######## xnor_seq_cmp ########
Figure 1. Clock distribution (xnor_seq_cmp).
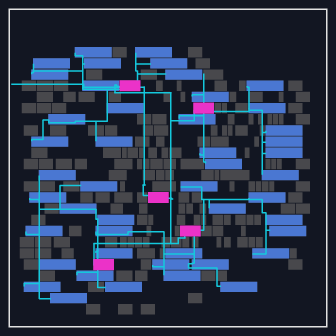
Figure 2. Routed metal, one colour a layer (xnor_seq_cmp).
Scale bar: 20 um. Only two layers are drawn.
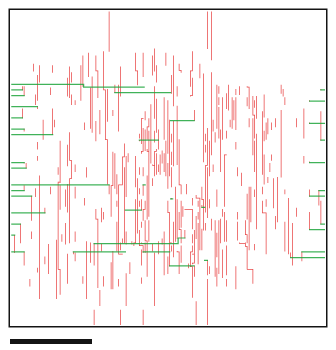
$ cat src/rtl/xnor_seq_cmp_pkg.sv
// Shared definitions for the sequential XNOR/XOR compare unit:
// FSM state encoding and operation mode constants.
package xnor_seq_cmp_pkg;

  typedef enum logic [1:0] {
    IDLE = 2'd0,
    RUN  = 2'd1,
    DONE = 2'd2
  } state_t;

  localparam logic MODE_XNOR = 1'b0;
  localparam logic MODE_XOR  = 1'b1;

endpackage : xnor_seq_cmp_pkg

$ cat src/rtl/xnor_seq_cmp_chunk.sv
// Combinational per-chunk compare slice.
// Ports:
//   a, b  : CHUNK-bit operand slices
//   mode  : 0 = XNOR (match), 1 = XOR (difference)
//   r_c   : CHUNK-bit result slice
//   pc_c  : number of 1 bits in r_c
module xnor_chunk
  import xnor_seq_cmp_pkg::*;
#(
  parameter  int unsigned CHUNK = 2,
  localparam int unsigned PW    = $clog2(CHUNK + 1)
) (
  input  logic [CHUNK-1:0] a,
  input  logic [CHUNK-1:0] b,
  input  logic             mode,
  output logic [CHUNK-1:0] r_c,
  output logic [PW-1:0]    pc_c
);

  // Result slice and its popcount
  always_comb begin
    r_c  = (mode == MODE_XOR) ? (a ^ b) : ~(a ^ b);
    pc_c = '0;
    for (int i = 0; i < int'(CHUNK); i++) begin
      pc_c = pc_c + PW'(r_c[i]);
    end
  end

endmodule : xnor_chunk

$ cat src/rtl/xnor_seq_cmp.sv
// Sequential WIDTH-bit XNOR/XOR compare unit. Latches operands on start,
// processes CHUNK bits per clock (LSB chunk first), then reports the
// result word, its popcount and an equality flag with a one-cycle done.
// Ports:
//   clk, rst_n : clock, asynchronous active-low reset
//   start      : request, sampled only in IDLE
//   mode       : 0 = XNOR, 1 = XOR; latched with operands
//   a, b       : WIDTH-bit operands, latched on accepted start
//   busy       : high while processing chunks
//   done       : one-cycle pulse when s/count/eq update
//   s          : result word
//   count      : number of 1 bits in s
//   eq         : latched a == b
module xnor_seq_cmp
  import xnor_seq_cmp_pkg::*;
#(
  parameter  int unsigned WIDTH = 8,
  parameter  int unsigned CHUNK = 2,
  localparam int unsigned CW    = $clog2(WIDTH + 1)
) (
  input  logic             clk,
  input  logic             rst_n,
  input  logic             start,
  input  logic             mode,
  input  logic [WIDTH-1:0] a,
  input  logic [WIDTH-1:0] b,
  output logic             busy,
  output logic             done,
  output logic [WIDTH-1:0] s,
  output logic [CW-1:0]    count,
  output logic             eq
);

  localparam int unsigned N  = WIDTH / CHUNK;
  localparam int unsigned IW = (N > 1) ? $clog2(N) : 1;
  localparam int unsigned PW = $clog2(CHUNK + 1);

  state_t             state_q, state_d;
  logic [WIDTH-1:0]   a_q, a_d;
  logic [WIDTH-1:0]   b_q, b_d;
  logic               mode_q, mode_d;
  logic [WIDTH-1:0]   acc_s_q, acc_s_d;
  logic [CW-1:0]      acc_cnt_q, acc_cnt_d;
  logic [IW-1:0]      idx_q, idx_d;
  logic               busy_d, done_d, eq_d;
  logic [WIDTH-1:0]   s_d;
  logic [CW-1:0]      count_d;

  logic [CHUNK-1:0]   a_chunk_c, b_chunk_c, r_c;
  logic [PW-1:0]      pc_c;
  logic [CW-1:0]      cnt_sum_c;
  logic               last_c;

  // Select the current chunk of the latched operands
  always_comb begin
    a_chunk_c = '0;
    b_chunk_c = '0;
    for (int k = 0; k < int'(N); k++) begin
      if (idx_q == IW'(k)) begin
        a_chunk_c = a_q[k*CHUNK +: CHUNK];
        b_chunk_c = b_q[k*CHUNK +: CHUNK];
      end
    end
  end

  xnor_chunk #(
    .CHUNK (CHUNK)
  ) u_chunk (
    .a    (a_chunk_c),
    .b    (b_chunk_c),
    .mode (mode_q),
    .r_c  (r_c),
    .pc_c (pc_c)
  );

  assign cnt_sum_c = acc_cnt_q + CW'(pc_c);
  assign last_c    = (idx_q == IW'(N - 1));

  // Next-state and next-output logic
  always_comb begin
    state_d   = state_q;
    a_d       = a_q;
    b_d       = b_q;
    mode_d    = mode_q;
    acc_s_d   = acc_s_q;
    acc_cnt_d = acc_cnt_q;
    idx_d     = idx_q;
    busy_d    = busy;
    done_d    = 1'b0;
    s_d       = s;
    count_d   = count;
    eq_d      = eq;

    case (state_q)
      IDLE: begin
        if (start) begin
          a_d       = a;
          b_d       = b;
          mode_d    = mode;
          acc_s_d   = '0;
          acc_cnt_d = '0;
          idx_d     = '0;
          busy_d    = 1'b1;
          state_d   = RUN;
        end
      end
      RUN: begin
        for (int k = 0; k < int'(N); k++) begin
          if (idx_q == IW'(k)) acc_s_d[k*CHUNK +: CHUNK] = r_c;
        end
        acc_cnt_d = cnt_sum_c;
        idx_d     = idx_q + IW'(1);
        if (last_c) begin
          // Publish including the chunk processed on this edge
          s_d     = acc_s_d;
          count_d = cnt_sum_c;
          eq_d    = (mode_q == MODE_XNOR) ? (cnt_sum_c == CW'(WIDTH))
                                          : (cnt_sum_c == '0);
          idx_d   = '0;
          busy_d  = 1'b0;
          done_d  = 1'b1;
          state_d = DONE;
        end
      end
      DONE: begin
        state_d = IDLE;
      end
      default: begin
        state_d = IDLE;
        busy_d  = 1'b0;
      end
    endcase
  end

  // State and output registers
  always_ff @(posedge clk or negedge rst_n) begin
    if (!rst_n) begin
      state_q   <= IDLE;
      a_q       <= '0;
      b_q       <= '0;
      mode_q    <= 1'b0;
      acc_s_q   <= '0;
      acc_cnt_q <= '0;
      idx_q     <= '0;
      busy      <= 1'b0;
      done      <= 1'b0;
      s         <= '0;
      count     <= '0;
      eq        <= 1'b0;
    end else begin
      state_q   <= state_d;
      a_q       <= a_d;
      b_q       <= b_d;
      mode_q    <= mode_d;
      acc_s_q   <= acc_s_d;
      acc_cnt_q <= acc_cnt_d;
      idx_q     <= idx_d;
      busy      <= busy_d;
      done      <= done_d;
      s         <= s_d;
      count     <= count_d;
      eq        <= eq_d;
    end
  end

endmodule : xnor_seq_cmp

$ cat config.mk
export PLATFORM = sky130hd
export DESIGN_NAME = xnor_seq_cmp
export DESIGN_NICKNAME = d
export VERILOG_FILES = /design/src/rtl/xnor_seq_cmp_pkg.sv /design/src/rtl/xnor_seq_cmp_chunk.sv /design/src/rtl/xnor_seq_cmp.sv
export SDC_FILE = /design/constraint.sdc
export NUM_CORES = 1
export LEC_CHECK = 0
export CORE_MARGIN = 2
export CORE_UTILIZATION = 40
export DETAILED_ROUTE_END_ITERATION = 6
export GPL_ROUTABILITY_DRIVEN = 0
export PLACE_DENSITY = 0.71
export SLEW_MARGIN = 5
export SYNTH_ARGS = -nofsm -noshare
export SYNTH_HDL_FRONTEND = slang
export SYNTH_SLANG_ARGS = --single-unit
$ cat constraint.sdc
create_clock -name clk -period 5.2 [get_ports clk]
set_input_delay 0.78 -clock clk [delete_from_list [all_inputs] [get_ports clk]]
set_output_delay 0.78 -clock clk [all_outputs]
set_load 0.1 [all_outputs]
==> run notes <==
run metrics: status complete, no violations, Latency at later pin 0.30 ns, crit-path max FO 8, Adders+Majority by Area 0.0388, GR met3 Demand/Resource 0.0482, n_taps 70, Non-clk bufs 35, WHS Endpoint count[0], R2R Path Start idx_q[0], ys flop type dfrtp_1, global routing's busiest layer met2, CTS clk-pin slew, worst paths 0.07 ns, ratio of cells with drive above 1 in the final layout 0.153, Worst Max-Slew Pin Slew 1.23 ns, FF+latch count 46, Post-DRT Antenna Nets 0, Area after DPL 2510 um^2, Mean Syn Cell Area 11.6 um^2, largest registers a_q (8), b_q (8), s (8), tool warning count 29, crit path launch type flop, crit path launch idx_q[0], pre-CTS WS 2.26 ns, vias in the first global route 1504, Net Count, Synth 210, Max Cap Viol 0, Mapped Area 2130 um^2, CTS buffer count 5, I/O Buffers 34, comb area leader AND-OR/OR-AND gates, metal2 WL 1.81 mm, Largest type area fraction 0.541
About Figure 1:
- blue: flip-flops (count 46)
- cyan: clock wires (length 540 um)
- magenta: cells driving clock nets (count 5)
- flops lie: spread over the die
- routed clock nets: 6

About Figure 2:
- green: met3 (wire length 226 um)
- red: met2 (wire length 1810 um)
total track usage: 0.146
WL/cell: 13.4 um


######## gzip_reg_bank ########
--- config.mk ---
export PLATFORM = sky130hd
export DESIGN_NAME = gzip_reg_bank
export DESIGN_NICKNAME = d
export VERILOG_FILES = /design/src/rtl/gzip_reg_bank.sv
export SDC_FILE = /design/constraint.sdc
export NUM_CORES = 1
export LEC_CHECK = 0
export ABC_CLOCK_PERIOD_IN_PS = 2700
export CORE_ASPECT_RATIO = 1.5
export CORE_MARGIN = 2
export CORE_UTILIZATION = 58
export CTS_CLUSTER_DIAMETER = 200
export DETAILED_ROUTE_END_ITERATION = 10
export HOLD_SLACK_MARGIN = 0.12
export PLACE_DENSITY_LB_ADDON = 0.12
export SKIP_LAST_GASP = 1
export SLEW_MARGIN = 20
export SYNTH_ARGS = -nofsm -noshare
export SYNTH_HDL_FRONTEND = slang
export SYNTH_SLANG_ARGS = --single-unit
--- constraint.sdc ---
create_clock -name clk -period 2.7 [get_ports clk]
set_input_delay 0.81 -clock clk [delete_from_list [all_inputs] [get_ports clk]]
set_output_delay 0.81 -clock clk [all_outputs]
set_load 0.05 [all_outputs]
--- src/rtl/gzip_reg_bank.sv ---
// gzip_reg_bank: byte-wide control/event/status/ID register bank with scratch RAM for the GZIP core
module gzip_reg_bank #(
  parameter int          ADDR_W    = 5,
  parameter int          NUM_CTRL  = 2,
  parameter int          NUM_STAT  = 12,
  parameter logic [7:0]  DEVICE_ID = 8'hB9,
  parameter logic [7:0]  VERSION   = 8'h02
) (
  input  logic                    clk,
  input  logic                    rst_n,
  input  logic [ADDR_W-1:0]       reg_addr,
  input  logic                    reg_wren,
  input  logic [7:0]              reg_wdata,
  input  logic                    reg_rden,
  output logic [7:0]              reg_rdata,
  output logic [8*NUM_CTRL-1:0]   ctrl_o,
  output logic                    start_o,
  input  logic [7:0]              evt_i,
  output logic                    irq_o,
  input  logic [8*NUM_STAT-1:0]   stat_i
);
  localparam int MAP  = 1 << ADDR_W;
  localparam int SB_I = NUM_CTRL + 2;
  localparam int ID_I = SB_I + NUM_STAT;
  localparam int SCR_I = ID_I + 2;
  localparam logic [ADDR_W-1:0] EVT_A  = ADDR_W'(NUM_CTRL);
  localparam logic [ADDR_W-1:0] MASK_A = ADDR_W'(NUM_CTRL + 1);
  localparam logic [ADDR_W-1:0] SB_A   = ADDR_W'(SB_I);
  localparam logic [ADDR_W-1:0] ID_A   = ADDR_W'(ID_I);
  localparam logic [ADDR_W-1:0] VER_A  = ADDR_W'(ID_I + 1);

  if (NUM_CTRL < 1 || NUM_STAT < 1 || NUM_CTRL + NUM_STAT + 4 > MAP) begin : g_bad_map
    $error("gzip_reg_bank: register map does not fit in 2**ADDR_W bytes");
  end

  logic [NUM_CTRL-1:0][7:0] ctrl_q;
  logic [NUM_STAT-1:0][7:0] shadow;
  logic [7:0]               evt_q;
  logic [7:0]               mask_q;
  logic [7:0]               scr [MAP];
  logic [7:0]               rd_val;
  logic                     wr_evt;
  logic                     scr_hit;
  logic                     snap;

  assign ctrl_o  = ctrl_q;
  assign wr_evt  = reg_wren && reg_addr == EVT_A;
  assign scr_hit = 32'(reg_addr) >= SCR_I;
  assign snap    = reg_rden && reg_addr == SB_A;

  // read mux; the base status byte comes live from stat_i, the rest from the snapshot
  always_comb begin
    rd_val = 8'h00;
    for (int k = 0; k < NUM_CTRL; k++)
      if (reg_addr == ADDR_W'(k)) rd_val = ctrl_q[k];
    for (int k = 0; k < NUM_STAT; k++)
      if (reg_addr == ADDR_W'(SB_I + k)) rd_val = (k == 0) ? stat_i[7:0] : shadow[k];
    rd_val = (reg_addr == EVT_A)  ? evt_q     : rd_val;
    rd_val = (reg_addr == MASK_A) ? mask_q    : rd_val;
    rd_val = (reg_addr == ID_A)   ? DEVICE_ID : rd_val;
    rd_val = (reg_addr == VER_A)  ? VERSION   : rd_val;
    rd_val = scr_hit              ? scr[reg_addr] : rd_val;
  end

  // control bytes; CTRL0 bit1 is a strobe that is never stored
  always_ff @(posedge clk or negedge rst_n) begin
    if (!rst_n) begin
      ctrl_q  <= '0;
      start_o <= 1'b0;
    end else begin
      start_o <= reg_wren && reg_addr == ADDR_W'(0) && reg_wdata[1];
      for (int k = 0; k < NUM_CTRL; k++)
        if (reg_wren && reg_addr == ADDR_W'(k)) ctrl_q[k] <= (k == 0) ? (reg_wdata & 8'hFD) : reg_wdata;
    end
  end

  // sticky W1C events, mask and registered interrupt; a same-cycle event beats the clear
  always_ff @(posedge clk or negedge rst_n) begin
    if (!rst_n) begin
      evt_q  <= 8'h00;
      mask_q <= 8'h00;
      irq_o  <= 1'b0;
    end else begin
      evt_q  <= (evt_q & ~(wr_evt ? reg_wdata : 8'h00)) | evt_i;
      mask_q <= (reg_wren && reg_addr == MASK_A) ? reg_wdata : mask_q;
      irq_o  <= |(evt_q & mask_q);
    end
  end

  // status snapshot taken on a read of the base byte, plus the read data register
  always_ff @(posedge clk or negedge rst_n) begin
    if (!rst_n) begin
      shadow    <= '0;
      reg_rdata <= 8'h00;
    end else begin
      shadow    <= snap ? stat_i : shadow;
      reg_rdata <= reg_rden ? rd_val : reg_rdata;
    end
  end

  // scratch RAM, deliberately not reset
  always_ff @(posedge clk) begin
    if (reg_wren && scr_hit) scr[reg_addr] <= reg_wdata;
  end
endmodule

Figure 3. Placement by cell class (gzip_reg_bank).
Fill, decap, tap and diode cells in grey.
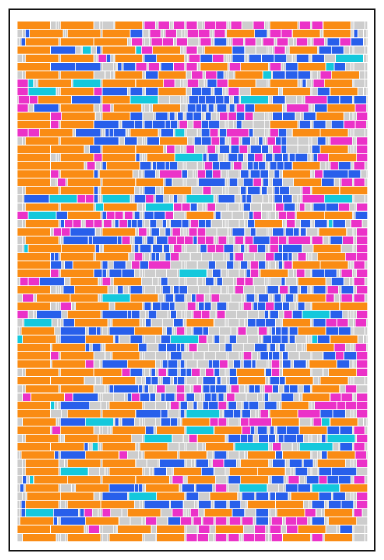
- cyan: clock drivers and dummy loads (cells 44)
- orange: flip-flops (cells 257)
- magenta: other buffers and delay cells (cells 304)
- blue: all other logic (cells 509)

Figure 4. Supply network (gzip_reg_bank).
Scale bar: 20 um. Pins as bars on the die edge.
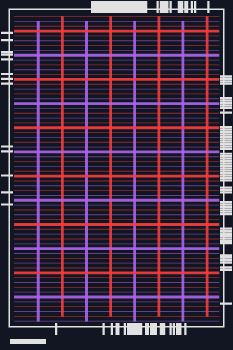
- purple: VSS
- red: VDD
- rows: 63
- met5 straps: 12
- met4 straps: 8
Die W: 120 um
VDD IR max: 0.789 mV
die height: 178 um
core region area: 19800 um^2

==> run notes <==
run metrics: Seq share, synth 0.606, design area 15400 um^2, most frequent cell after synthesis dfrtp_1, drt drc 0, status complete, no violations, Layout fillers 1178, CP peak stage delay 0.85 ns, antenna cells 0, Top Layout Cells 151 x buf_4, 141 x clkdlybuf4s50_1, 129 x dfrtp_1, clk_skew 0.0178 ns, max layer used met4, Compound Share, Synth 0.0944, Reg power frac 0.478, Commonest Layout Cell buf_4, Worst Path Required 1.89 ns, Crit path max-delay family buffers and inverters, comb area leader multiplexers, Placer Congestion 1.01, met1 GRT Util 0.393, Tot Pwr 10.0 mW, crit-path max FO 2, Worst Hold Class input pin to asynchronous set/reset pin, pwr dens 652 nW/um^2, CTS Root Cell clkbuf_16, Sw Share 0.262, n_taps 260, Mapped Area 11700 um^2, post-CTS sizing 0, crit path launch reg_rdata[7], final WL 35.4 mm, CTS clk-pin slew, worst paths 0.07 ns, Latency at later pin 0.53 ns, fmax 0.385 GHz, Layout Cells excl Fill 1374, cells along the critical path clkdlybuf4s50_1, setup slack, reg-to-reg 0.70 ns, Post-CTS Setup Inserts 0


## Gallery

Clock routing.
image #1
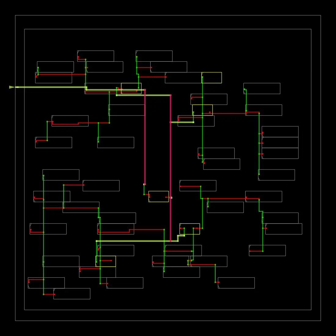
image #2
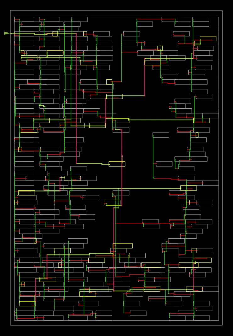
gzip_reg_bank: image #2
xnor_seq_cmp: image #1

Power figures rest on the tool's default switching activity, not on a simulated workload.
